=== ir_nec_frontend ===
<file path="config.mk">
export PLATFORM = sky130hd
export DESIGN_NAME = ir_nec_frontend
export DESIGN_NICKNAME = d
export VERILOG_FILES = /design/src/rtl/ir_nec_frontend.sv
export SDC_FILE = /design/constraint.sdc
export NUM_CORES = 1
export LEC_CHECK = 0
export CAP_MARGIN = 5
export CORE_MARGIN = 3
export CORE_UTILIZATION = 52
export DETAILED_ROUTE_END_ITERATION = 16
export HOLD_SLACK_MARGIN = 0.15
export PLACE_DENSITY_LB_ADDON = 0.12
export SYNTH_ARGS = -nofsm -noshare
export SYNTH_HDL_FRONTEND = slang
export SYNTH_SLANG_ARGS = --single-unit
</file>
<file path="constraint.sdc">
create_clock -name clk -period 6.7 [get_ports clk]
set_input_delay 1.675 -clock clk [delete_from_list [all_inputs] [get_ports clk]]
set_output_delay 1.675 -clock clk [all_outputs]
set_load 0.1 [all_outputs]
</file>
<file path="src/rtl/ir_nec_frontend.sv">
// NEC IR pulse-width decoder that replays each frame as a start-marked bitstream.
// Optional build macro IR_REPEAT_EN: replay the last frame on a repeat code.
module ir_nec_frontend #(
  parameter int CLKS_PER_UNIT = 28125,
  parameter int TX_DIV        = 1
) (
  input  logic        clk,
  input  logic        reset,
  input  logic        ir_in,
  output logic        serial,
  output logic        bit_tick,
  output logic        frame_valid,
  output logic [31:0] frame_data,
  output logic        overrun,
  output logic        err
);

  localparam int PW = $clog2(CLKS_PER_UNIT);
  localparam int DW = (TX_DIV > 1) ? $clog2(TX_DIV) : 1;
  localparam logic [PW-1:0] P_MAX = PW'(CLKS_PER_UNIT - 1);
  localparam logic [DW-1:0] D_MAX = DW'(TX_DIV - 1);

  typedef enum logic [2:0] {
    IDLE,
    LEAD_LOW,
    LEAD_HIGH,
    BIT_LOW,
    BIT_HIGH,
    STOP_LOW
  } state_t;

  logic [1:0]    sync;
  logic [2:0]    hist;
  logic          lvl;
  logic          filt;
  logic          flip;
  logic          fall;
  logic [PW-1:0] presc;
  logic [4:0]    units;
  state_t        state;
  logic [4:0]    idx;
  logic [31:0]   shift_reg;
  logic          tx_start;
  logic          tx_active;
  logic [32:0]   tx_sh;
  logic [DW-1:0] div;
  logic [5:0]    left;
  logic [1:0]    gap;
  logic          busy;
`ifdef IR_REPEAT_EN
  logic          have_frame;
`endif

  // Everything after the header, in air order: 1, custom LSB-first,
  // key MSB-first, inverted key MSB-first.
  function automatic logic [32:0] tx_tail(input logic [31:0] d);
    logic [32:0] v;
    v[0] = 1'b1;
    for (int i = 0; i < 16; i++) v[1 + i] = d[i];
    for (int i = 0; i < 8; i++) begin
      v[17 + i] = d[23 - i];
      v[25 + i] = d[31 - i];
    end
    return v;
  endfunction

  assign filt = (hist[0] & hist[1]) | (hist[0] & hist[2]) |
                (hist[1] & hist[2]);
  assign flip = filt ^ lvl;
  assign fall = flip & ~filt;
  assign busy = tx_start | tx_active | (gap != 2'd0);

  // Synchronise the raw input and majority-filter three samples.
  always_ff @(posedge clk or posedge reset) begin
    if (reset) begin
      sync <= 2'b11;
      hist <= 3'b111;
      lvl  <= 1'b1;
    end else begin
      sync <= {sync[0], ir_in};
      hist <= {hist[1:0], sync[1]};
      lvl  <= filt;
    end
  end

  // Measure the current level width in NEC units; restart on each edge.
  always_ff @(posedge clk or posedge reset) begin
    if (reset) begin
      presc <= '0;
      units <= '0;
    end else if (flip) begin
      presc <= '0;
      units <= '0;
    end else if (presc == P_MAX) begin
      presc <= '0;
      if (units != 5'd31) units <= units + 5'd1;
    end else begin
      presc <= presc + 1'b1;
    end
  end

  // Decode NEC edges into a frame and hand it to the replay unit.
  always_ff @(posedge clk or posedge reset) begin
    if (reset) begin
      state       <= IDLE;
      idx         <= '0;
      shift_reg   <= '0;
      frame_data  <= '0;
      frame_valid <= 1'b0;
      overrun     <= 1'b0;
      err         <= 1'b0;
      tx_start    <= 1'b0;
`ifdef IR_REPEAT_EN
      have_frame  <= 1'b0;
`endif
    end else begin
      frame_valid <= 1'b0;
      overrun     <= 1'b0;
      err         <= 1'b0;
      tx_start    <= 1'b0;
      if (state != IDLE && !flip && units == 5'd31) begin
        err   <= 1'b1;
        state <= IDLE;
      end else if (flip) begin
        unique case (state)
          IDLE: begin
            if (fall) state <= LEAD_LOW;
          end
          LEAD_LOW: begin
            if (units >= 5'd13 && units <= 5'd19) begin
              state <= LEAD_HIGH;
            end else begin
              err   <= 1'b1;
              state <= IDLE;
            end
          end
          LEAD_HIGH: begin
            if (units >= 5'd6 && units <= 5'd10) begin
              state <= BIT_LOW;
              idx   <= '0;
            end else if (units >= 5'd3 && units <= 5'd5) begin
`ifdef IR_REPEAT_EN
              if (have_frame) begin
                if (busy) begin
                  overrun <= 1'b1;
                end else begin
                  frame_valid <= 1'b1;
                  tx_start    <= 1'b1;
                end
              end
`endif
              state <= IDLE;
            end else begin
              err   <= 1'b1;
              state <= IDLE;
            end
          end
          BIT_LOW: begin
            if (units <= 5'd2) begin
              state <= BIT_HIGH;
            end else begin
              err   <= 1'b1;
              state <= IDLE;
            end
          end
          BIT_HIGH: begin
            if (units <= 5'd4) begin
              shift_reg[idx] <= (units >= 5'd2);
              if (idx == 5'd31) begin
                state <= STOP_LOW;
              end else begin
                idx   <= idx + 5'd1;
                state <= BIT_LOW;
              end
            end else begin
              err   <= 1'b1;
              state <= IDLE;
            end
          end
          STOP_LOW: begin
            state <= IDLE;
            if (units <= 5'd2) begin
              if (busy) begin
                overrun <= 1'b1;
              end else begin
                frame_data  <= shift_reg;
                frame_valid <= 1'b1;
                tx_start    <= 1'b1;
`ifdef IR_REPEAT_EN
                have_frame  <= 1'b1;
`endif
              end
            end else begin
              err <= 1'b1;
            end
          end
          default: state <= IDLE;
        endcase
      end
    end
  end

  // Replay header plus 32 data bits, TX_DIV clks each, then a re-arm gap.
  always_ff @(posedge clk or posedge reset) begin
    if (reset) begin
      serial    <= 1'b1;
      bit_tick  <= 1'b0;
      tx_active <= 1'b0;
      tx_sh     <= '0;
      div       <= '0;
      left      <= '0;
      gap       <= '0;
    end else begin
      bit_tick <= 1'b0;
      if (tx_start) begin
        tx_sh     <= tx_tail(frame_data);
        serial    <= 1'b0;
        bit_tick  <= 1'b1;
        div       <= '0;
        left      <= 6'd33;
        tx_active <= 1'b1;
      end else if (tx_active) begin
        if (div == D_MAX) begin
          div <= '0;
          if (left == 6'd0) begin
            tx_active <= 1'b0;
            serial    <= 1'b1;
            gap       <= 2'd2;
          end else begin
            serial   <= tx_sh[0];
            tx_sh    <= tx_sh >> 1;
            bit_tick <= 1'b1;
            left     <= left - 6'd1;
          end
        end else begin
          div <= div + 1'b1;
        end
      end else if (gap != 2'd0) begin
        gap <= gap - 2'd1;
      end
    end
  end

endmodule

</file>
=== img_seq_ctrl ===
### src/rtl/img_seq_ctrl.sv
// Image sequencing controller: receives NUM_IMAGES blur frames over a byte stream, runs DoG on adjacent pairs, sends results.
// Optional macro IMG_SEQ_AUTO_SEND_EN: stream every DoG result back to back without waiting for send_req.
module img_seq_ctrl #(
    parameter int DIMENSION  = 64,
    parameter int NUM_IMAGES = 2,
    localparam int PIX       = DIMENSION * DIMENSION,
    localparam int ADDR_W    = (PIX > 1) ? $clog2(PIX) : 1,
    localparam int SEL_W     = (NUM_IMAGES > 2) ? $clog2(NUM_IMAGES) : 1
) (
    input  logic                  clk,
    input  logic                  rst_in_n,
    input  logic [7:0]            rx_data,
    input  logic                  rx_valid,
    input  logic                  send_req,
    input  logic                  dog_busy,
    input  logic                  tx_busy,
    output logic [ADDR_W-1:0]     wr_addr,
    output logic [7:0]            wr_data,
    output logic [NUM_IMAGES-1:0] wr_en,
    output logic                  dog_start,
    output logic [SEL_W-1:0]      dog_sel,
    output logic                  tx_start,
    output logic [SEL_W-1:0]      tx_sel,
    output logic [SEL_W:0]        img_count,
    output logic                  overrun,
    output logic [2:0]            state_o
);

    typedef enum logic [2:0] {
        S_RECV      = 3'd0,
        S_ARM       = 3'd1,
        S_DOG_START = 3'd2,
        S_DOG_WAIT  = 3'd3,
        S_DOG_RUN   = 3'd4,
        S_READY     = 3'd5,
        S_TX_START  = 3'd6,
        S_TX_RUN    = 3'd7
    } state_t;

    localparam logic [ADDR_W-1:0] LAST_PIX = ADDR_W'(PIX - 1);

    // Reset asserts asynchronously but releases two clocks later, aligned to clk.
    logic [1:0] rst_sync_q;
    logic       rst_n;

    always_ff @(posedge clk or negedge rst_in_n) begin
        if (!rst_in_n) rst_sync_q <= 2'b00;
        else           rst_sync_q <= {rst_sync_q[0], 1'b1};
    end
    assign rst_n = rst_sync_q[1];

    state_t                state_q, state_d;
    logic [ADDR_W-1:0]     ptr_q, ptr_d;
    logic [SEL_W:0]        img_cnt_q, img_cnt_d;
    logic [SEL_W-1:0]      k_q, k_d, j_q, j_d;
    logic [3:0]            cnt_q, cnt_d;
    logic                  seen_q, seen_d;
    logic                  overrun_q, overrun_d;
    logic                  rx_prev_q;
    logic [NUM_IMAGES-1:0] wr_en_q, wr_en_d;
    logic [ADDR_W-1:0]     wr_addr_q, wr_addr_d;
    logic [7:0]            wr_data_q, wr_data_d;
    logic                  dog_start_q, dog_start_d;
    logic                  tx_start_q, tx_start_d;
    logic                  rx_edge;

    assign rx_edge = rx_valid & ~rx_prev_q;

    always_comb begin
        state_d     = state_q;
        ptr_d       = ptr_q;
        img_cnt_d   = img_cnt_q;
        k_d         = k_q;
        j_d         = j_q;
        cnt_d       = cnt_q;
        seen_d      = seen_q;
        overrun_d   = overrun_q;
        wr_en_d     = '0;
        wr_addr_d   = wr_addr_q;
        wr_data_d   = wr_data_q;

        if (rx_edge && state_q != S_RECV) overrun_d = 1'b1;

        case (state_q)
            S_RECV: begin
                if (rx_edge) begin
                    wr_en_d   = NUM_IMAGES'(1) << img_cnt_q;
                    wr_addr_d = ptr_q;
                    wr_data_d = rx_data;
                    if (ptr_q == LAST_PIX) begin
                        ptr_d     = '0;
                        img_cnt_d = img_cnt_q + 1'b1;
                        if (img_cnt_q == (SEL_W+1)'(NUM_IMAGES - 1)) begin
                            state_d = S_ARM;
                            cnt_d   = '0;
                        end
                    end else begin
                        ptr_d = ptr_q + 1'b1;
                    end
                end
            end
            // Give the last BRAM write time to settle before the engine reads it.
            S_ARM: begin
                if (cnt_q == 4'd3) state_d = S_DOG_START;
                else               cnt_d   = cnt_q + 1'b1;
            end
            S_DOG_START: begin
                state_d = S_DOG_WAIT;
                cnt_d   = '0;
            end
            S_DOG_WAIT: begin
                if (dog_busy)              state_d = S_DOG_RUN;
                else if (cnt_q == 4'd15)   state_d = S_DOG_START;
                else                       cnt_d   = cnt_q + 1'b1;
            end
            S_DOG_RUN: begin
                if (!dog_busy) begin
                    if (k_q < SEL_W'(NUM_IMAGES - 2)) begin
                        k_d     = k_q + 1'b1;
                        state_d = S_DOG_START;
                    end else begin
                        state_d = S_READY;
                    end
                end
            end
            S_READY: begin
`ifdef IMG_SEQ_AUTO_SEND_EN
                state_d = S_TX_START;
`else
                if (send_req) state_d = S_TX_START;
`endif
            end
            S_TX_START: begin
                state_d = S_TX_RUN;
                seen_d  = 1'b0;
            end
            S_TX_RUN: begin
                if (tx_busy) begin
                    seen_d = 1'b1;
                end else if (seen_q) begin
                    if (j_q == SEL_W'(NUM_IMAGES - 2)) begin
                        j_d       = '0;
                        k_d       = '0;
                        img_cnt_d = '0;
                        ptr_d     = '0;
                        state_d   = S_RECV;
                    end else begin
                        j_d     = j_q + 1'b1;
                        state_d = S_READY;
                    end
                end
            end
            default: state_d = S_RECV;
        endcase

        // Start strobes coincide with the one-cycle start states.
        dog_start_d = (state_d == S_DOG_START);
        tx_start_d  = (state_d == S_TX_START);
    end

    always_ff @(posedge clk or negedge rst_n) begin
        if (!rst_n) begin
            state_q     <= S_RECV;
            ptr_q       <= '0;
            img_cnt_q   <= '0;
            k_q         <= '0;
            j_q         <= '0;
            cnt_q       <= '0;
            seen_q      <= 1'b0;
            overrun_q   <= 1'b0;
            rx_prev_q   <= 1'b0;
            wr_en_q     <= '0;
            wr_addr_q   <= '0;
            wr_data_q   <= '0;
            dog_start_q <= 1'b0;
            tx_start_q  <= 1'b0;
        end else begin
            state_q     <= state_d;
            ptr_q       <= ptr_d;
            img_cnt_q   <= img_cnt_d;
            k_q         <= k_d;
            j_q         <= j_d;
            cnt_q       <= cnt_d;
            seen_q      <= seen_d;
            overrun_q   <= overrun_d;
            rx_prev_q   <= rx_valid;
            wr_en_q     <= wr_en_d;
            wr_addr_q   <= wr_addr_d;
            wr_data_q   <= wr_data_d;
            dog_start_q <= dog_start_d;
            tx_start_q  <= tx_start_d;
        end
    end

    assign wr_addr   = wr_addr_q;
    assign wr_data   = wr_data_q;
    assign wr_en     = wr_en_q;
    assign dog_start = dog_start_q;
    assign dog_sel   = k_q;
    assign tx_start  = tx_start_q;
    assign tx_sel    = j_q;
    assign img_count = img_cnt_q;
    assign overrun   = overrun_q;
    assign state_o   = state_q;

endmodule

### config.mk
export PLATFORM = sky130hd
export DESIGN_NAME = img_seq_ctrl
export DESIGN_NICKNAME = d
export VERILOG_FILES = /design/src/rtl/img_seq_ctrl.sv
export SDC_FILE = /design/constraint.sdc
export NUM_CORES = 1
export LEC_CHECK = 0
export CORE_MARGIN = 3
export CORE_UTILIZATION = 47
export DETAILED_ROUTE_END_ITERATION = 8
export PLACE_DENSITY = 0.76
export SETUP_SLACK_MARGIN = 0.05
export SLEW_MARGIN = 10
export SYNTH_ARGS = -nofsm -noshare
export SYNTH_HDL_FRONTEND = slang
export SYNTH_SLANG_ARGS = --single-unit
### constraint.sdc
create_clock -name clk -period 1.4 [get_ports clk]
set_input_delay 0.14 -clock clk [delete_from_list [all_inputs] [get_ports clk]]
set_output_delay 0.14 -clock clk [all_outputs]
set_load 0.1 [all_outputs]
=== wb_write_queue ===
`config.mk`:
```
export PLATFORM = sky130hd
export DESIGN_NAME = wb_write_queue
export DESIGN_NICKNAME = d
export VERILOG_FILES = /design/src/rtl/wb_write_queue.sv
export SDC_FILE = /design/constraint.sdc
export NUM_CORES = 1
export LEC_CHECK = 0
export CAP_MARGIN = 10
export CORE_MARGIN = 2
export CORE_UTILIZATION = 49
export DETAILED_ROUTE_END_ITERATION = 6
export PLACE_DENSITY_LB_ADDON = 0.15
export SYNTH_ARGS = -nofsm -noshare
export SYNTH_HDL_FRONTEND = slang
export SYNTH_SLANG_ARGS = --single-unit
```
`constraint.sdc`:
```
create_clock -name CLK -period 2.85 [get_ports CLK]
set_input_delay 0.57 -clock CLK [delete_from_list [all_inputs] [get_ports CLK]]
set_output_delay 0.57 -clock CLK [all_outputs]
set_load 0.03 [all_outputs]
```
`src/rtl/wb_write_queue.sv`:
```
// Write-back queue: buffers register-file writes and replays them in order, one per cycle.
// Optional forwarding of the youngest pending data is enabled with `define WB_QUEUE_FWD_EN.
module wb_write_queue #(
    parameter int DEPTH = 4,
    parameter int DW    = 32
) (
    input  logic                     CLK,
    input  logic                     RESET,
    input  logic                     in_valid,
    output logic                     in_ready,
    input  logic [4:0]               in_a3,
    input  logic [DW-1:0]            in_wd,
    input  logic [DW-1:0]            in_pc,
    input  logic                     drain_en,
    output logic                     rf_we,
    output logic [4:0]               rf_a3,
    output logic [DW-1:0]            rf_wd,
    output logic [DW-1:0]            rf_pc,
    input  logic [4:0]               q_a1,
    input  logic [4:0]               q_a2,
    output logic                     hit1,
    output logic                     hit2,
`ifdef WB_QUEUE_FWD_EN
    output logic [DW-1:0]            fwd1,
    output logic [DW-1:0]            fwd2,
`endif
    output logic [$clog2(DEPTH):0]   count
);

    localparam int AW = $clog2(DEPTH);
    localparam int CW = AW + 1;

    logic [4:0]    mem_a3 [DEPTH];
    logic [DW-1:0] mem_wd [DEPTH];
    logic [DW-1:0] mem_pc [DEPTH];

    logic [AW-1:0] wr_ptr_r;
    logic [AW-1:0] rd_ptr_r;
    logic [CW-1:0] count_r;

    logic          push_s;
    logic          store_s;
    logic          match1_s;
    logic          match2_s;
    logic [DW-1:0] young1_s;
    logic [DW-1:0] young2_s;

    // Writes to x0 are accepted but never occupy a slot.
    assign rf_we    = (count_r != CW'(0)) && drain_en;
    assign in_ready = (count_r < CW'(DEPTH)) || rf_we;
    assign push_s   = in_valid && in_ready;
    assign store_s  = push_s && (in_a3 != 5'd0);

    assign rf_a3 = mem_a3[rd_ptr_r];
    assign rf_wd = mem_wd[rd_ptr_r];
    assign rf_pc = mem_pc[rd_ptr_r];
    assign count = count_r;

    // Pointer and occupancy bookkeeping
    always_ff @(posedge CLK or posedge RESET) begin
        if (RESET) begin
            wr_ptr_r <= '0;
            rd_ptr_r <= '0;
            count_r  <= '0;
        end else begin
            wr_ptr_r <= store_s ? (wr_ptr_r + AW'(1)) : wr_ptr_r;
            rd_ptr_r <= rf_we   ? (rd_ptr_r + AW'(1)) : rd_ptr_r;
            case ({store_s, rf_we})
                2'b10:   count_r <= count_r + CW'(1);
                2'b01:   count_r <= count_r - CW'(1);
                default: count_r <= count_r;
            endcase
        end
    end

    // Entry storage; contents are meaningless outside the occupied window
    always_ff @(posedge CLK) begin
        if (store_s) begin
            mem_a3[wr_ptr_r] <= in_a3;
            mem_wd[wr_ptr_r] <= in_wd;
            mem_pc[wr_ptr_r] <= in_pc;
        end
    end

    // Scan oldest to youngest so the last match seen is the youngest one
    always_comb begin
        logic [AW-1:0] slot;
        logic          live;
        logic          m1;
        logic          m2;
        match1_s = 1'b0;
        match2_s = 1'b0;
        young1_s = '0;
        young2_s = '0;
        slot     = rd_ptr_r;
        live     = 1'b0;
        m1       = 1'b0;
        m2       = 1'b0;
        for (int k = 0; k < DEPTH; k++) begin
            slot     = rd_ptr_r + AW'(k);
            live     = CW'(k) < count_r;
            m1       = live && (mem_a3[slot] == q_a1);
            m2       = live && (mem_a3[slot] == q_a2);
            match1_s = match1_s | m1;
            match2_s = match2_s | m2;
            young1_s = m1 ? mem_wd[slot] : young1_s;
            young2_s = m2 ? mem_wd[slot] : young2_s;
        end
    end

    assign hit1 = (q_a1 != 5'd0) && match1_s;
    assign hit2 = (q_a2 != 5'd0) && match2_s;

`ifdef WB_QUEUE_FWD_EN
    assign fwd1 = hit1 ? young1_s : {DW{1'b0}};
    assign fwd2 = hit2 ? young2_s : {DW{1'b0}};
`endif

endmodule
```
**wb_write_queue: track usage over the die**

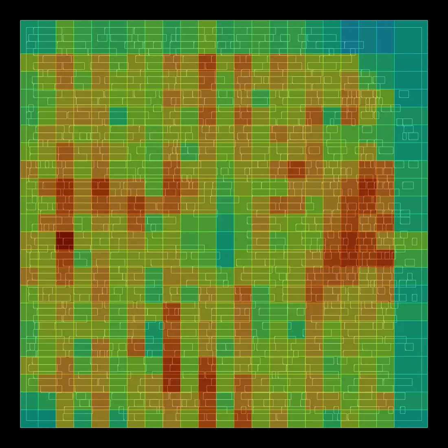
met1 global-route usage: 0.260
met2 Usage GRT: 0.344
M3 GR Usage: 0.0485
Top Usage Layer GRT: met2
fin util: 0.637

==> results.toml, wb_write_queue <==
# yosys + openroad results
[final_timing]
clock-skew-final_ns = 0.0128
final-setup-viol-count = 4
finalHoldViolCount = 0
final.min_clock_period_ns = 3.28
setup_slack_ns = -0.435
rsz0062_at_grt = "yes"

[die]
core-area_um2 = 23300
tap_cells = 319

[worst_setup_path]
cp_data_arrival_time_ns = 2.71
r2r_setup_slack_ns = 0.61
crit_path_top_delay_cell = "mux4_2"
path_cells = "buf_12 > buf_4 > mux4_2 > xnor2_1 > nand2_1 > o211a_1 > o221ai_2 > buf_6"
crit_fanout = 9
startpoint = "rd_ptr_r[0]$_DFFE_PP0P_"
crit_family = "multiplexers"

[final_layout]
lay_top_cells = "edfxtp_1, clkdlybuf4s50_1, mux4_2"
finalInstanceArea_um2 = 14900
n_all_buffers = 214

[drt]
m1WireLength_um = 9970

[place]
io_buffers = 158
dp.cells = 1039
placed_area_um2 = 13800

[run_status]
violations = "negative setup slack"
status = "finished with violations"

[yosys]
ys_sh_aoi = 0.00777
async_flop_share = 0.0247
synth.top_cell.area_share = 0.715
synth_cell_type_count = 37
mux_area_frac = 0.173
post-synth-top-count-cell = "edfxtp_1"

[power]
maxPowerGroup = "combinational logic"
clkPwrFrac = 0.212
seqPwrFrac = 0.350

[clock_network]
clock-sinks = 283
cts_resized = 149
clk_latency_ns = 0.53
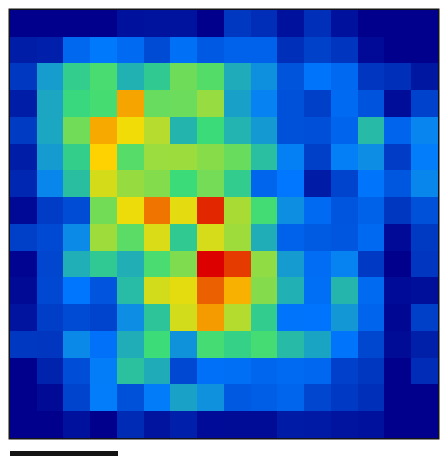
**Above:** img_seq_ctrl (wire density map).
Bar = 20 µm. 16 x 16 tiles, from dark blue (low) to red (high), scaled to the fullest tile. Values are wire area over tile area, all layers added.
The fullest tile reaches 0.73. 9.4% of the tiles are nearly empty. 19% of the tiles are over half the peak. The densest ninth of the die: center. The mean over all tiles is 0.20.
Avg WL per Cell: 18.1 µm
vias: 2474
GRT Util Overall: 0.230
drt total wl: 7760 µm

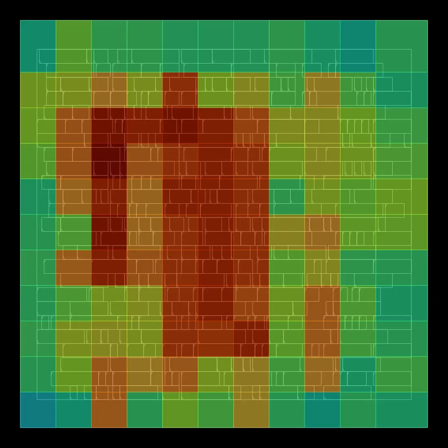
**Above:** img_seq_ctrl (track usage over the die).
fin util: 0.852
met1 global-route usage: 0.283
M3 GR Usage: 0.0420
met2 Usage GRT: 0.402
Top Usage Layer GRT: met2

==> results.toml, img_seq_ctrl <==
# yosys + openroad results
[run_status]
status = "finished with violations"
violations = "negative setup slack"

[drt]
vias_per_cell = 5.78
routed-wl-met2_um = 4020

[die]
rows = 25
core-area_um2 = 4940
die_h_um = 79.1

[yosys]
synth-xor-area-share = 0.0105
post-synth-top-count-cell = "nand2_1"
syn_avg_cell_area_um2 = 9.80
syn-cell-area_um2 = 2510

[final_layout]
drive_above_1_share = 0.474
regArea_um2 = 1270
mostFrequentLayoutCell = "nand2_1"
seq_share = 0.301
n_all_buffers = 112
lay_top_cells = "nand2_1, buf_4, dfrtp_1"
largestClassByArea = "logic gates"

[place]
dp_hpwl_um = 4370
placed_area_um2 = 3670
globalplace.congestion = 0.878

[clock_network]
clockBufferDepth = 2

[final_timing]
tns_ns = -8.17
final-setup-viol-count = 41
setup_slack_ns = -0.350

[worst_setup_path]
r2r_setup_slack_ns = -0.35
startpoint = "state_o[2]$_DFF_PN0_"
cp-end-kind = "flop"

[power]
maxPowerGroup = "combinational logic"
leakagePower_nw = 1.96
pg_clk_w = 0.00105
pg_seq_w = 0.00213
vdd_drop_max_mv = 1.20
combPwrFrac = 0.599

[global_routing]
overflow = 0
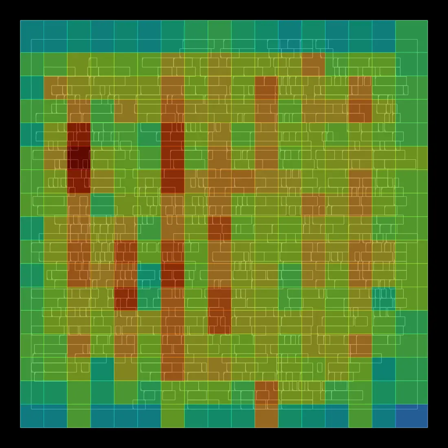
**Above:** ir_nec_frontend (track usage over the die).
met2 Usage GRT: 0.309
GRT Util Overall: 0.191
M3 GR Usage: 0.0514
met1 global-route usage: 0.253

==> results.toml, ir_nec_frontend <==
# yosys + openroad results
[final_timing]
setup_slack_ns = 2.24
slew_headroom = 0.292
drv_slew = 0
finalHoldViolCount = 0
clock.fmax_ghz = 0.224
rsz0062_at_grt = "no"

[yosys]
async_flop_share = 1.00
ys_cells = 581
synth-xor-area-share = 0.0260
ys.flops = 144
ys_warn_count = 0
topCellsByArea = "dfrtp_1, mux2_4, mux2_2"
mux_area_frac = 0.177

[worst_setup_path]
r2r_setup_slack_ns = 3.49
startpoint_type = "flop"
critPathRequiredTime_ns = 5.03
crit_fanout = 77
critPathMaxStageDelay_ns = 1.30

[power]
maxPowerGroup = "the clock network"
p_per_area_nw_per_um2 = 241
leakagePower_nw = 3.86

[drt]
remaining_drc_errors = 0
m1WireLength_um = 5880
drt-initial-drc-count = 278

[die]
tap_cells = 168
die_h_um = 120
core-area_um2 = 12400

[place]
io_buffers = 39
dp.cells = 763
dpl_worst_slack_ns = 2.66

[clock_network]
clock-sinks = 144
cts_root_buffer = "clkbuf_16"
cts.clk_slew.worst_paths_ns = 0.05
cts_tree = "done"

[hold_path]
hold_start = "sync[0]$_DFF_PP1_"
hold_path_end = "sync[1]$_DFF_PP1_"

[final_layout]
finalInstanceArea_um2 = 7780
n_all_buffers = 42
combGateArea_um2 = 2900
mostFrequentLayoutCell = "dfrtp_1"
num-nonclk-inverters = 15
largest_reg_flops = 33
fin_util = 0.629
area_growth_syn_to_layout_pct = 15.4
comb_area_frac = 0.373

[run_status]
status = "finished, final reports clean"

[global_routing]
grt_max_degree = 106
grt_antenna_before_repair = 0

=== fifo_uart_tx ===
**fifo_uart_tx: placed cells, one color a class**

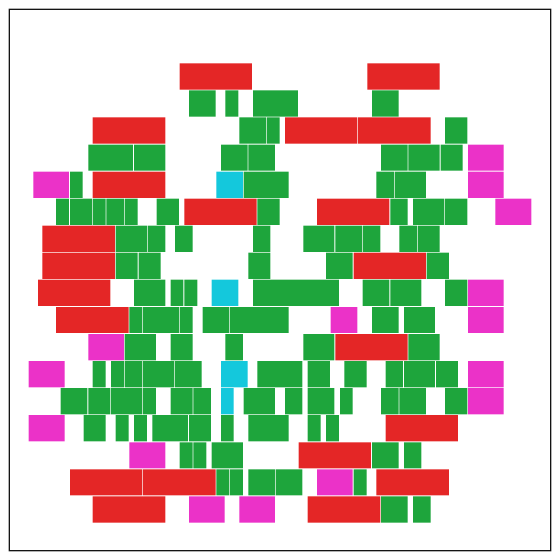

[src/rtl/fifo_uart_tx_pkg.sv]
// rtl/fifo_uart_tx_pkg.sv - FSM state encoding and UART frame constants for fifo_uart_tx
package fifo_uart_tx_pkg;

    localparam int   DATA_W      = 8;
    localparam logic START_LEVEL = 1'b0;
    localparam logic STOP_LEVEL  = 1'b1;
    localparam logic IDLE_LEVEL  = 1'b1;

    typedef enum logic [2:0] {
        IDLE   = 3'd0,
        READ   = 3'd1,
        LOAD   = 3'd2,
        START  = 3'd3,
        DATA   = 3'd4,
        PARITY = 3'd5,
        STOP   = 3'd6
    } state_t;

    function automatic logic even_parity(input logic [DATA_W-1:0] d);
        return ^d;
    endfunction

endpackage

[src/rtl/uart_baud_gen.sv]
// rtl/uart_baud_gen.sv - bit-period counter producing one tick per serial bit
module uart_baud_gen #(
    parameter int CLKS_PER_BIT = 16
) (
    input  logic clk,
    input  logic rst_n,
    input  logic run,
    output logic bit_tick
);

    localparam int            CW   = $clog2(CLKS_PER_BIT);
    localparam logic [CW-1:0] LAST = CW'(CLKS_PER_BIT - 1);

    logic [CW-1:0] cnt_q;
    logic [CW-1:0] cnt_d;

    always_comb begin
        bit_tick = run && (cnt_q == LAST);
        cnt_d    = cnt_q + CW'(1);
        if (!run || bit_tick) begin
            cnt_d = '0;
        end
    end

    always_ff @(posedge clk) begin
        if (!rst_n) begin
            cnt_q <= '0;
        end else begin
            cnt_q <= cnt_d;
        end
    end

endmodule

[src/rtl/fifo_uart_tx.sv]
// rtl/fifo_uart_tx.sv - UART transmitter pulling one byte per frame from a synchronous FIFO
module fifo_uart_tx
    import fifo_uart_tx_pkg::*;
#(
    parameter int CLKS_PER_BIT = 16,
    parameter int PARITY_EN    = 0,
    parameter int STOP_BITS    = 1
) (
    input  logic       clk,
    input  logic       rst_n,
    input  logic       en,
    input  logic       fifo_empty,
    input  logic [7:0] fifo_dout,
    output logic       fifo_rd_en,
    output logic       tx,
    output logic       busy,
    output logic       frame_done
);

    state_t              state_q, state_d;
    logic [DATA_W-1:0]   shift_q, shift_d;
    logic [2:0]          bit_idx_q, bit_idx_d;
    logic                stop_idx_q, stop_idx_d;
    logic                parity_q, parity_d;
    logic                tx_q, tx_d;
    logic                rd_en_q, rd_en_d;
    logic                run;
    logic                bit_tick;

    assign run = (state_q == START) || (state_q == DATA) ||
                 (state_q == PARITY) || (state_q == STOP);

    uart_baud_gen #(
        .CLKS_PER_BIT(CLKS_PER_BIT)
    ) u_baud (
        .clk     (clk),
        .rst_n   (rst_n),
        .run     (run),
        .bit_tick(bit_tick)
    );

    // tx_d always carries the level of the bit being entered, so tx changes on
    // the same edge as the state register.
    always_comb begin
        state_d    = state_q;
        shift_d    = shift_q;
        bit_idx_d  = bit_idx_q;
        stop_idx_d = stop_idx_q;
        parity_d   = parity_q;
        tx_d       = tx_q;
        rd_en_d    = 1'b0;
        frame_done = 1'b0;
        case (state_q)
            IDLE: begin
                if (en && !fifo_empty) begin
                    state_d = READ;
                    rd_en_d = 1'b1;
                end
            end
            READ: begin
                state_d = LOAD;
            end
            LOAD: begin
                shift_d    = fifo_dout;
                parity_d   = even_parity(fifo_dout);
                bit_idx_d  = 3'd0;
                stop_idx_d = 1'b0;
                tx_d       = START_LEVEL;
                state_d    = START;
            end
            START: begin
                if (bit_tick) begin
                    tx_d    = shift_q[0];
                    shift_d = shift_q >> 1;
                    state_d = DATA;
                end
            end
            DATA: begin
                if (bit_tick) begin
                    if (bit_idx_q == 3'd7) begin
                        if (PARITY_EN != 0) begin
                            tx_d    = parity_q;
                            state_d = PARITY;
                        end else begin
                            tx_d    = STOP_LEVEL;
                            state_d = STOP;
                        end
                    end else begin
                        bit_idx_d = bit_idx_q + 3'd1;
                        tx_d      = shift_q[0];
                        shift_d   = shift_q >> 1;
                    end
                end
            end
            PARITY: begin
                if (bit_tick) begin
                    tx_d    = STOP_LEVEL;
                    state_d = STOP;
                end
            end
            STOP: begin
                if (bit_tick) begin
                    if (int'(stop_idx_q) == STOP_BITS - 1) begin
                        frame_done = 1'b1;
                        tx_d       = IDLE_LEVEL;
                        state_d    = IDLE;
                    end else begin
                        stop_idx_d = 1'b1;
                    end
                end
            end
            default: begin
                tx_d    = IDLE_LEVEL;
                state_d = IDLE;
            end
        endcase
    end

    always_ff @(posedge clk) begin
        if (!rst_n) begin
            state_q    <= IDLE;
            shift_q    <= '0;
            bit_idx_q  <= 3'd0;
            stop_idx_q <= 1'b0;
            parity_q   <= 1'b0;
            tx_q       <= IDLE_LEVEL;
            rd_en_q    <= 1'b0;
        end else begin
            state_q    <= state_d;
            shift_q    <= shift_d;
            bit_idx_q  <= bit_idx_d;
            stop_idx_q <= stop_idx_d;
            parity_q   <= parity_d;
            tx_q       <= tx_d;
            rd_en_q    <= rd_en_d;
        end
    end

    assign fifo_rd_en = rd_en_q;
    assign tx         = tx_q;
    assign busy       = (state_q != IDLE);

endmodule
[config.mk]
export PLATFORM = sky130hd
export DESIGN_NAME = fifo_uart_tx
export DESIGN_NICKNAME = d
export VERILOG_FILES = /design/src/rtl/fifo_uart_tx_pkg.sv /design/src/rtl/uart_baud_gen.sv /design/src/rtl/fifo_uart_tx.sv
export SDC_FILE = /design/constraint.sdc
export NUM_CORES = 1
export LEC_CHECK = 0
export ABC_CLOCK_PERIOD_IN_PS = 2940
export CORE_MARGIN = 1.5
export CORE_UTILIZATION = 45
export DETAILED_ROUTE_END_ITERATION = 8
export GPL_ROUTABILITY_DRIVEN = 0
export PLACE_DENSITY = 0.74
export SLEW_MARGIN = 5
export SYNTH_ARGS = -nofsm -noshare
export SYNTH_HDL_FRONTEND = slang
export SYNTH_SLANG_ARGS = --single-unit
[constraint.sdc]
create_clock -name clk -period 2.94 [get_ports clk]
set_clock_uncertainty 0.05 [all_clocks]
set_input_delay 0.294 -clock clk [delete_from_list [all_inputs] [get_ports clk]]
set_output_delay 0.294 -clock clk [all_outputs]
set_load 0.01 [all_outputs]
=== prbs31_bist_ctrl ===
===== src/rtl/prbs31_bist_ctrl.sv =====
// prbs31_bist_ctrl
// Built-in self-test sequencer for a PRBS31 (x^31 + x^28 + 1) serial loopback.
// A generator LFSR drives tx_bit. A checker LFSR first captures 31 looped-back
// bits. It then runs free and predicts every following bit, and the controller
// counts the predicted bits that disagree with rx_bit.
//
// Ports
//   clk        in   1      clock, rising edge
//   rst_n      in   1      synchronous reset, active HIGH (rst_n=1 resets)
//   start      in   1      launches a run from IDLE or DONE
//   abort      in   1      returns to IDLE on the next edge from any state
//   err_inject in   1      inverts tx_bit while high, only in CHECK
//   rx_bit     in   1      looped-back serial bit, any fixed latency
//   tx_bit     out  1      generator output (gen[30])
//   busy       out  1      run in progress (LOCK or CHECK)
//   done       out  1      run finished (DONE)
//   pass       out  1      locked and no errors (valid in DONE)
//   no_lock    out  1      checker captured all-zero state (valid in DONE)
//   err_cnt    out  ERR_W  saturating mismatch count
module prbs31_bist_ctrl #(
  parameter int          NBITS = 1024,
  parameter logic [30:0] SEED  = 31'd1,
  parameter int          ERR_W = 16,
  parameter int          CNT_W = $clog2(NBITS + 1)
) (
  input  logic             clk,
  input  logic             rst_n,
  input  logic             start,
  input  logic             abort,
  input  logic             err_inject,
  input  logic             rx_bit,
  output logic             tx_bit,
  output logic             busy,
  output logic             done,
  output logic             pass,
  output logic             no_lock,
  output logic [ERR_W-1:0] err_cnt
);

  typedef enum logic [1:0] {
    S_IDLE  = 2'd0,
    S_LOCK  = 2'd1,
    S_CHECK = 2'd2,
    S_DONE  = 2'd3
  } state_t;

  // An all-zero seed would lock the generator, so it is replaced by 1.
  localparam logic [30:0]      SEED_EFF = (SEED == 31'd0) ? 31'd1 : SEED;
  localparam logic [CNT_W-1:0] LAST_BIT = CNT_W'(NBITS - 1);

  function automatic logic [30:0] lfsr_step(input logic [30:0] r);
    return {r[29:0], r[27] ^ r[30]};
  endfunction

  function automatic logic [ERR_W-1:0] sat_inc(input logic [ERR_W-1:0] v);
    return (&v) ? v : v + ERR_W'(1);
  endfunction

  state_t           state_q;
  logic [30:0]      gen_q;
  logic [30:0]      chk_q;
  logic [4:0]       lock_cnt_q;
  logic [CNT_W-1:0] bit_cnt_q;
  logic [ERR_W-1:0] err_cnt_q;
  logic             busy_q;
  logic             done_q;
  logic             pass_q;
  logic             no_lock_q;

  logic [30:0]      gen_d;
  logic [30:0]      chk_cap_d;
  logic [30:0]      chk_run_d;
  logic             predicted;
  logic             mismatch;
  logic [ERR_W-1:0] err_cnt_d;

  always_comb begin
    gen_d     = lfsr_step(gen_q);
    // LOCK: shift in the received bit; CHECK: the checker feeds itself, so a
    // single corrupted rx bit produces exactly one mismatch.
    chk_cap_d = {chk_q[29:0], rx_bit};
    predicted = chk_q[27] ^ chk_q[30];
    chk_run_d = {chk_q[29:0], predicted};
    mismatch  = (rx_bit != predicted);
    err_cnt_d = mismatch ? sat_inc(err_cnt_q) : err_cnt_q;
  end

  always_ff @(posedge clk) begin
    if (rst_n) begin
      state_q    <= S_IDLE;
      gen_q      <= SEED_EFF;
      chk_q      <= '0;
      lock_cnt_q <= '0;
      bit_cnt_q  <= '0;
      err_cnt_q  <= '0;
      busy_q     <= 1'b0;
      done_q     <= 1'b0;
      pass_q     <= 1'b0;
      no_lock_q  <= 1'b0;
    end else if (abort) begin
      state_q    <= S_IDLE;
      gen_q      <= SEED_EFF;
      lock_cnt_q <= '0;
      bit_cnt_q  <= '0;
      err_cnt_q  <= '0;
      busy_q     <= 1'b0;
      done_q     <= 1'b0;
      pass_q     <= 1'b0;
      no_lock_q  <= 1'b0;
    end else begin
      case (state_q)
        S_IDLE, S_DONE: begin
          // DONE keeps the generator frozen where the run ended.
          if (state_q == S_IDLE) gen_q <= SEED_EFF;
          if (start) begin
            state_q    <= S_LOCK;
            chk_q      <= '0;
            lock_cnt_q <= '0;
            bit_cnt_q  <= '0;
            err_cnt_q  <= '0;
            busy_q     <= 1'b1;
            done_q     <= 1'b0;
            pass_q     <= 1'b0;
            no_lock_q  <= 1'b0;
          end
        end
        S_LOCK: begin
          gen_q      <= gen_d;
          chk_q      <= chk_cap_d;
          lock_cnt_q <= lock_cnt_q + 5'd1;
          if (lock_cnt_q == 5'd30) begin
            if (chk_cap_d == 31'd0) begin
              state_q   <= S_DONE;
              busy_q    <= 1'b0;
              done_q    <= 1'b1;
              no_lock_q <= 1'b1;
            end else begin
              state_q <= S_CHECK;
            end
          end
        end
        S_CHECK: begin
          gen_q     <= gen_d;
          chk_q     <= chk_run_d;
          bit_cnt_q <= bit_cnt_q + CNT_W'(1);
          err_cnt_q <= err_cnt_d;
          if (bit_cnt_q == LAST_BIT) begin
            state_q <= S_DONE;
            busy_q  <= 1'b0;
            done_q  <= 1'b1;
            pass_q  <= (err_cnt_d == '0);
          end
        end
        default: state_q <= S_IDLE;
      endcase
    end
  end

  assign tx_bit  = gen_q[30] ^ (err_inject & (state_q == S_CHECK));
  assign busy    = busy_q;
  assign done    = done_q;
  assign pass    = pass_q;
  assign no_lock = no_lock_q;
  assign err_cnt = err_cnt_q;

endmodule


===== config.mk =====
export PLATFORM = sky130hd
export DESIGN_NAME = prbs31_bist_ctrl
export DESIGN_NICKNAME = d
export VERILOG_FILES = /design/src/rtl/prbs31_bist_ctrl.sv
export SDC_FILE = /design/constraint.sdc
export NUM_CORES = 1
export LEC_CHECK = 0
export ABC_CLOCK_PERIOD_IN_PS = 2890
export CAP_MARGIN = 40
export CORE_MARGIN = 2
export CORE_UTILIZATION = 45
export CTS_BUF_LIST = sky130_fd_sc_hd__clkbuf_8
export DETAILED_ROUTE_END_ITERATION = 12
export PLACE_DENSITY = 0.75
export SETUP_SLACK_MARGIN = 0.4
export SLEW_MARGIN = 20
export SYNTH_ARGS = -nofsm -noshare
export SYNTH_HDL_FRONTEND = slang
export SYNTH_SLANG_ARGS = --single-unit

===== constraint.sdc =====
create_clock -name clk -period 2.89 [get_ports clk]
set_input_delay 0.4335 -clock clk [delete_from_list [all_inputs] [get_ports clk]]
set_output_delay 0.4335 -clock clk [all_outputs]
set_load 0.05 [all_outputs]

=== tamagotchi_btn_input ===
--- config.mk ---
export PLATFORM = sky130hd
export DESIGN_NAME = tamagotchi_btn_input
export DESIGN_NICKNAME = d
export VERILOG_FILES = /design/src/rtl/tamagotchi_btn_input.sv
export SDC_FILE = /design/constraint.sdc
export NUM_CORES = 1
export LEC_CHECK = 0
export ABC_AREA = 1
export CORE_MARGIN = 5
export CORE_UTILIZATION = 61
export CTS_CLUSTER_SIZE = 24
export DETAILED_ROUTE_END_ITERATION = 10
export HOLD_SLACK_MARGIN = 0.05
export PLACE_DENSITY = 0.77
export SLEW_MARGIN = 20
export SYNTH_ARGS = -nofsm -noshare
export SYNTH_HDL_FRONTEND = slang
export SYNTH_SLANG_ARGS = --single-unit
--- constraint.sdc ---
create_clock -name clk -period 8.8 [get_ports clk]
set_input_delay 2.2 -clock clk [delete_from_list [all_inputs] [get_ports clk]]
set_output_delay 2.2 -clock clk [all_outputs]
set_load 0.005 [all_outputs]
--- src/rtl/tamagotchi_btn_input.sv ---
// Button front end for tamagotchi_fsm: synchronise and debounce six raw buttons,
// emit care-button press pulses, and time the reset/test holds in whole seconds.
module tamagotchi_btn_input #(
  parameter int TICK_CYCLES     = 50_000_000,
  parameter int DEBOUNCE_CYCLES = 1_000_000,
  parameter int HOLD_SECONDS    = 5
) (
  input  logic       clk,
  input  logic       rst,
  input  logic       raw_salud,
  input  logic       raw_energia,
  input  logic       raw_hambre,
  input  logic       raw_diversion,
  input  logic       raw_reset,
  input  logic       raw_test,
  output logic       btn_salud,
  output logic       btn_energia,
  output logic       btn_hambre,
  output logic       btn_diversion,
  output logic       btn_reset,
  output logic       btn_test,
  output logic [2:0] count_reset,
  output logic [2:0] count_test
);

  localparam int NB = 6;
  localparam int DW = $clog2(DEBOUNCE_CYCLES);
  localparam int PW = (TICK_CYCLES > 1) ? $clog2(TICK_CYCLES) : 1;
  localparam logic [DW-1:0] DEB_LAST  = DW'(DEBOUNCE_CYCLES - 1);
  localparam logic [PW-1:0] TICK_LAST = PW'(TICK_CYCLES - 1);
  localparam logic [2:0]    HOLD      = 3'(HOLD_SECONDS);

  // Bit order: salud, energia, hambre, diversion, reset, test (LSB first).
  logic [NB-1:0] raw, sync1, s, deb;
  logic [3:0]    deb_q, rise, grant;
  logic [DW-1:0] deb_cnt [NB];
  logic [PW-1:0] pre [2];
  logic [2:0]    cnt [2];
  logic [1:0]    wrap, hit;

  assign raw = {raw_test, raw_reset, raw_diversion, raw_hambre, raw_energia, raw_salud};

  // NOTE: the debounce counter array is cleared element by element in reset;
  // it is control state, so a stale value after reset could fake a press.
  always_ff @(posedge clk or posedge rst) begin
    if (rst) begin
      sync1 <= '0;
      s     <= '0;
      deb   <= '0;
      deb_q <= '0;
      for (int i = 0; i < NB; i++) deb_cnt[i] <= '0;
    end else begin
      sync1 <= raw;
      s     <= sync1;
      deb_q <= deb[3:0];
      for (int i = 0; i < NB; i++) begin
        if (s[i] == deb[i]) begin
          deb_cnt[i] <= '0;
        end else if (deb_cnt[i] == DEB_LAST) begin
          deb[i]     <= s[i];
          deb_cnt[i] <= '0;
        end else begin
          deb_cnt[i] <= deb_cnt[i] + 1'b1;
        end
      end
    end
  end

  assign rise = deb[3:0] & ~deb_q;

  // NOTE: grant gets a default before the priority chain so no latch is inferred.
  always_comb begin
    grant = '0;
    if      (rise[0]) grant[0] = 1'b1;
    else if (rise[1]) grant[1] = 1'b1;
    else if (rise[2]) grant[2] = 1'b1;
    else if (rise[3]) grant[3] = 1'b1;
  end

  always_comb begin
    wrap = '0;
    hit  = '0;
    for (int j = 0; j < 2; j++) begin
      wrap[j] = deb[4+j] && (pre[j] == TICK_LAST);
      hit[j]  = wrap[j] && (cnt[j] == HOLD - 3'd1);
    end
  end

  always_ff @(posedge clk or posedge rst) begin
    if (rst) begin
      {btn_diversion, btn_hambre, btn_energia, btn_salud} <= '0;
      btn_reset <= 1'b0;
      btn_test  <= 1'b0;
      for (int j = 0; j < 2; j++) begin
        pre[j] <= '0;
        cnt[j] <= '0;
      end
    end else begin
      {btn_diversion, btn_hambre, btn_energia, btn_salud} <= grant;
      btn_reset <= hit[0];
      // A simultaneous finish belongs to reset; test's count is saturated, so it cannot fire later.
      btn_test  <= hit[1] & ~hit[0];
      for (int j = 0; j < 2; j++) begin
        if (!deb[4+j]) begin
          pre[j] <= '0;
          cnt[j] <= '0;
        end else if (wrap[j]) begin
          pre[j] <= '0;
          if (cnt[j] != HOLD) cnt[j] <= cnt[j] + 3'd1;
        end else begin
          pre[j] <= pre[j] + 1'b1;
        end
      end
    end
  end

  assign count_reset = cnt[0];
  assign count_test  = cnt[1];

endmodule

**prbs31_bist_ctrl: sequential cells colored by netlist name**

Bar = 20 µm.
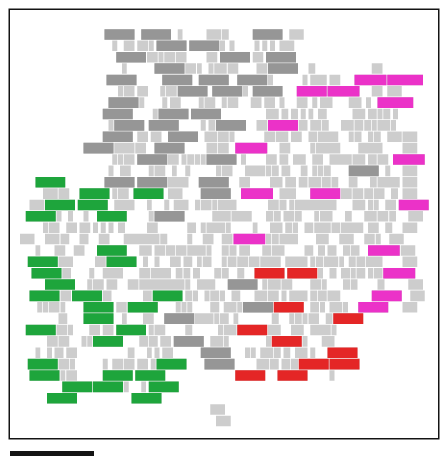
err_cnt: marked magenta, flops 16. bit_cnt_q: marked red, flops 11. chk_q: marked green, flops 31.
fin util: 0.535
flop share of the area: 0.405
flip-flop and latch area: 2020 µm²
P_seq: 0.00139 W

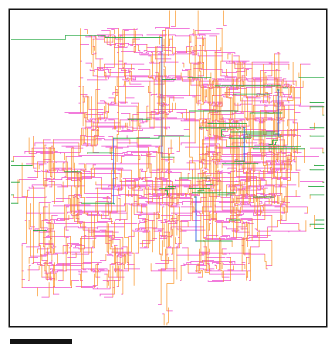
**Above:** prbs31_bist_ctrl (wiring by layer).
Bar = 20 µm.
M4: marked blue, wire length 100 µm. M3: marked green, wire length 455 µm. M1: marked magenta, wire length 4210 µm. M2: marked orange, wire length 4470 µm.
Avg WL per Cell: 14.2 µm
GRT Util Overall: 0.178
vias: 3729
drt total wl: 9240 µm

==> results.toml, prbs31_bist_ctrl <==
# yosys + openroad results
[run_status]
status = "finished, final reports clean"

[drt]
vias_per_cell = 5.74
met3_length_um = 454

[worst_setup_path]
reg2reg_from = "err_cnt[0]$_SDFFE_PP0P_"
crit_family = "buffers and inverters"
crit_fanout = 6
r2r_setup_slack_ns = 0.47

[final_layout]
final_cells = 650
mostFrequentLayoutCell = "nor2_1"
n_all_buffers = 44
num-nonclk-inverters = 8
nonClkBufAreaFrac = 0.0782

[final_timing]
tns_ns = 0

[power]
switching_share = 0.253
maxPowerGroup = "sequential cells"
p_sw_w = 0.000637
total_power_w = 0.00252

[global_routing]
grt_pass1_wl_um = 15200
grt_max_degree = 54
use_met1 = 0.228

[yosys]
async_flop_share = 0
synth_cell_type_count = 52

[clock_network]
cts_tree = "done"
cts_root_buffer = "clkbuf_8"
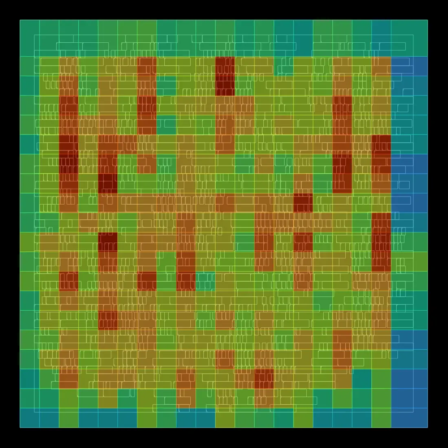
**Above:** tamagotchi_btn_input (track usage over the die).
Avg WL per Cell: 12.5 µm
met1 global-route usage: 0.297
Top Usage Layer GRT: met2
M3 GR Usage: 0.0291
GRT Util Overall: 0.219

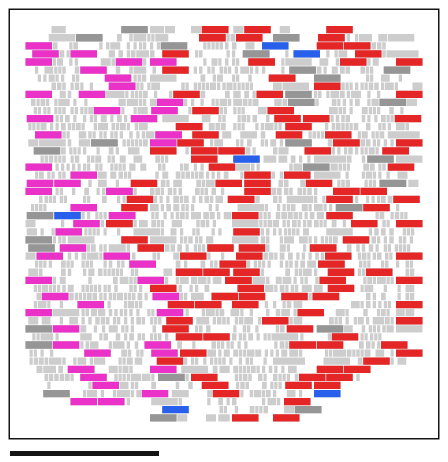
**Above:** tamagotchi_btn_input (sequential cells colored by netlist name).
Bar = 50 µm.
s: marked blue, flops 6. pre: marked magenta, flops 52. deb_cnt: marked red, flops 120.

==> results.toml, tamagotchi_btn_input <==
# yosys + openroad results
[power]
p_per_area_nw_per_um2 = 164
vdd_drop_max_mv = 0.196
p_int_w = 0.00159
p_sw_w = 0.000405
clkPwrFrac = 0.493
switching_share = 0.203
leakagePower_nw = 5.42

[final_layout]
n_all_buffers = 20
largestClassByArea = "flip-flops and latches"
n_antenna_cell = 0
seq_cells = 206
nNetsFinal = 1501
clk_share = 0.0643
comb_area_frac = 0.415
regMostFlops = "deb_cnt"
nonClkBufAreaFrac = 0.0163

[die]
pin_count = 20
initial_utilization = 0.614

[worst_setup_path]
worstSetupPathType = "input pin to asynchronous set/reset pin"
cp-end-kind = "asynchronous set/reset pin"
critPathMaxStageDelay_ns = 0.81
worst_r2r_path_depth = 8
r2r_setup_slack_ns = 6.66
cp_data_arrival_time_ns = 4.28

[yosys]
top_cells_by_count = "nor2_1, nand2_1, dfrtp_1"
syn-num-nets = 1465
synth-xor-area-share = 0.0590
post-synth-top-count-cell = "nor2_1"
mux_area_frac = 0
syn_avg_cell_area_um2 = 7.59
synthTopLogicFamily = "simple AND/OR/NAND/NOR gates"
simple_gate_area_frac = 0.360
yosys_area_um2 = 10900
async_flop_share = 1.00

[final_timing]
finalCritPeriodShare = 0.428
final-setup-viol-count = 0
slew_headroom = 0.304
setup_slack_ns = 5.03
finalHoldViolCount = 0

[hold_path]
min_path_cells = 0
holdCritPathClass = "flop to flop"
hold_path_end = "s[5]$_DFF_PP0_"
hold_start = "sync1[5]$_DFF_PP0_"

[clock_network]
clockBufferDepth = 3
numCtsBuffers = 23

[drt]
wirelength_um = 21600
met3_length_um = 724
remaining_drc_errors = 0
top_layer = "met4"

[place]
dp.cells = 1683
dp_hpwl_um = 15200
io_buffers = 19
globalplace.congestion = 0.916

[global_routing]
grt_max_degree = 138

[run_status]
status = "finished, final reports clean"
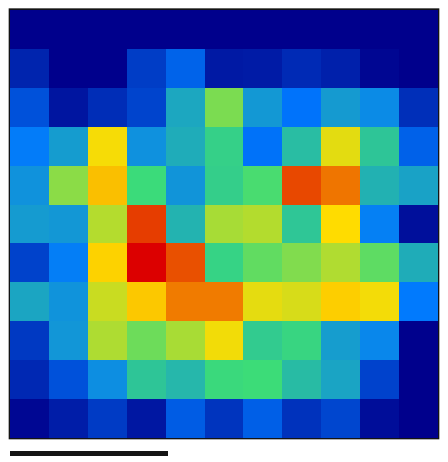
**Above:** fifo_uart_tx (wire density map).
Bar = 20 µm. 11 x 11 tiles, from dark blue (low) to red (high), scaled to the fullest tile. Values are wire area over tile area, all layers added.
The densest ninth of the die: center. The emptiest ninth of the die: upper left. 16% of the tiles are nearly empty. 26% of the tiles are over half the peak. The fullest tile reaches 0.36. The mean over all tiles is 0.12.

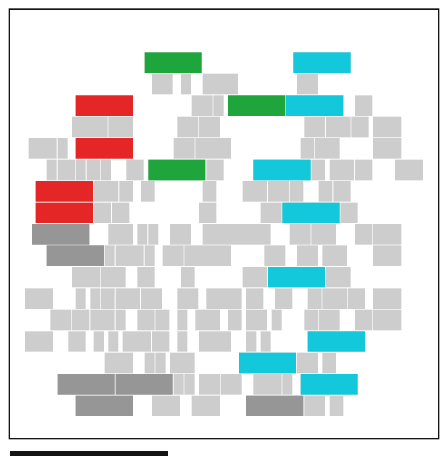
**Above:** fifo_uart_tx (sequential cells colored by netlist name).
Bar = 20 µm.
u_baud.cnt_q: marked red, flops 4. shift_q: marked cyan, flops 8. bit_idx_q: marked green, flops 3.

Notes on 'placed cells, one color a class' of fifo_uart_tx above:
registers: marked red, cells 21, share of their area 32%. clock drivers and dummy loads: marked cyan, cells 4, share of their area 2.0%. remaining buffers and delay cells: marked magenta, cells 16, share of their area 12%. remaining logic cells: marked green, cells 106, share of their area 54%.
Design Area, Final: 1360 µm²
core area: 2480 µm²
flop share of the area: 0.310
# rows: 18
fin util: 0.547

==> results.toml, fifo_uart_tx <==
# yosys + openroad results
[worst_setup_path]
cp_data_arrival_time_ns = 2.04
startpoint = "u_baud.cnt_q[0]$_SDFF_PP0_"
worst_r2r_path_depth = 6
r2r_setup_slack_ns = 1.12

[power]
pg_seq_w = 0.000322
pg_clk_w = 0.000138
switching_share = 0.277
clkPwrFrac = 0.239
maxPowerGroup = "sequential cells"

[yosys]
mux_area_frac = 0.0169
ys_warn_count = 0
post-synth-top-count-cell = "dfxtp_1"
top_cells_by_count = "dfxtp_1, nand2_1, a21boi_1"
synth.top_cell.area_share = 0.355
syn-cell-area_um2 = 1180
synth-xor-area-share = 0.0222
synth_cell_type_count = 44
ys_seq_share = 0.355
ys.flops = 21

[hold_path]
hold_path_end = "stop_idx_q$_SDFFE_PN0P_"
holdCritPathClass = "flop to flop"

[final_timing]
slew_headroom = 0.576
worstMarginPinSlew_ns = 0.635
setup_slack_ns = 0.555
drv_slew = 0

[final_layout]
drive_above_1_share = 0.0680
final_cells = 177
logic_gate_count = 101
largest_reg_flops = 8
regArea_um2 = 420
clk_share = 0.0194
reg_top3 = "shift_q x8, u_baud.cnt_q x4"
mostFrequentLayoutCell = "dfxtp_1"

[clock_network]
clk_latency_ns = 0.30
clock-sinks = 21
numCtsBuffers = 3
htree_num_levels = 1
holdBufCountCts = 0

[global_routing]
grt.busiest_layer = "met2"
use_met2 = 0.315
grt_max_degree = 22

[drt]
drt-initial-drc-count = 17
wire_per_inst_um = 13.4

[job]
drv_cap = 0

[die]
pin_count = 16

[run_status]
status = "finished, final reports clean"


==> gallery <==
Wire density map.
(a)
Bar = 20 µm. 20 x 20 tiles, from dark blue (low) to red (high), scaled to the fullest tile. Values are wire area over tile area, all layers added.
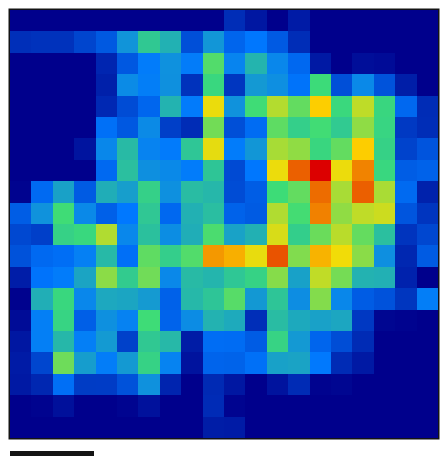
(b)
Bar = 20 µm. 24 x 24 tiles, from dark blue (low) to red (high), scaled to the fullest tile. Values are wire area over tile area, all layers added.
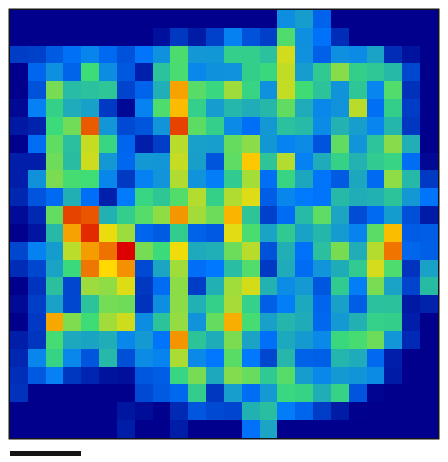
(c)
Bar = 50 µm. 32 x 32 tiles, from dark blue (low) to red (high), scaled to the fullest tile. Values are wire area over tile area, all layers added.
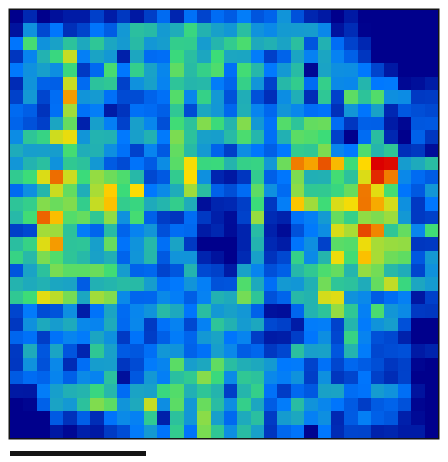
(d)
Bar = 50 µm. 29 x 29 tiles, from dark blue (low) to red (high), scaled to the fullest tile. Values are wire area over tile area, all layers added.
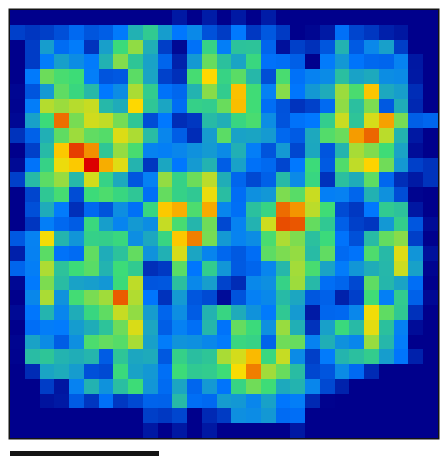
The one with the smallest die is (a).
(c) comes from wb_write_queue.
(a) comes from prbs31_bist_ctrl.
(b) comes from ir_nec_frontend.
(d) comes from tamagotchi_btn_input.

Power is estimated from default activity; no workload was simulated.
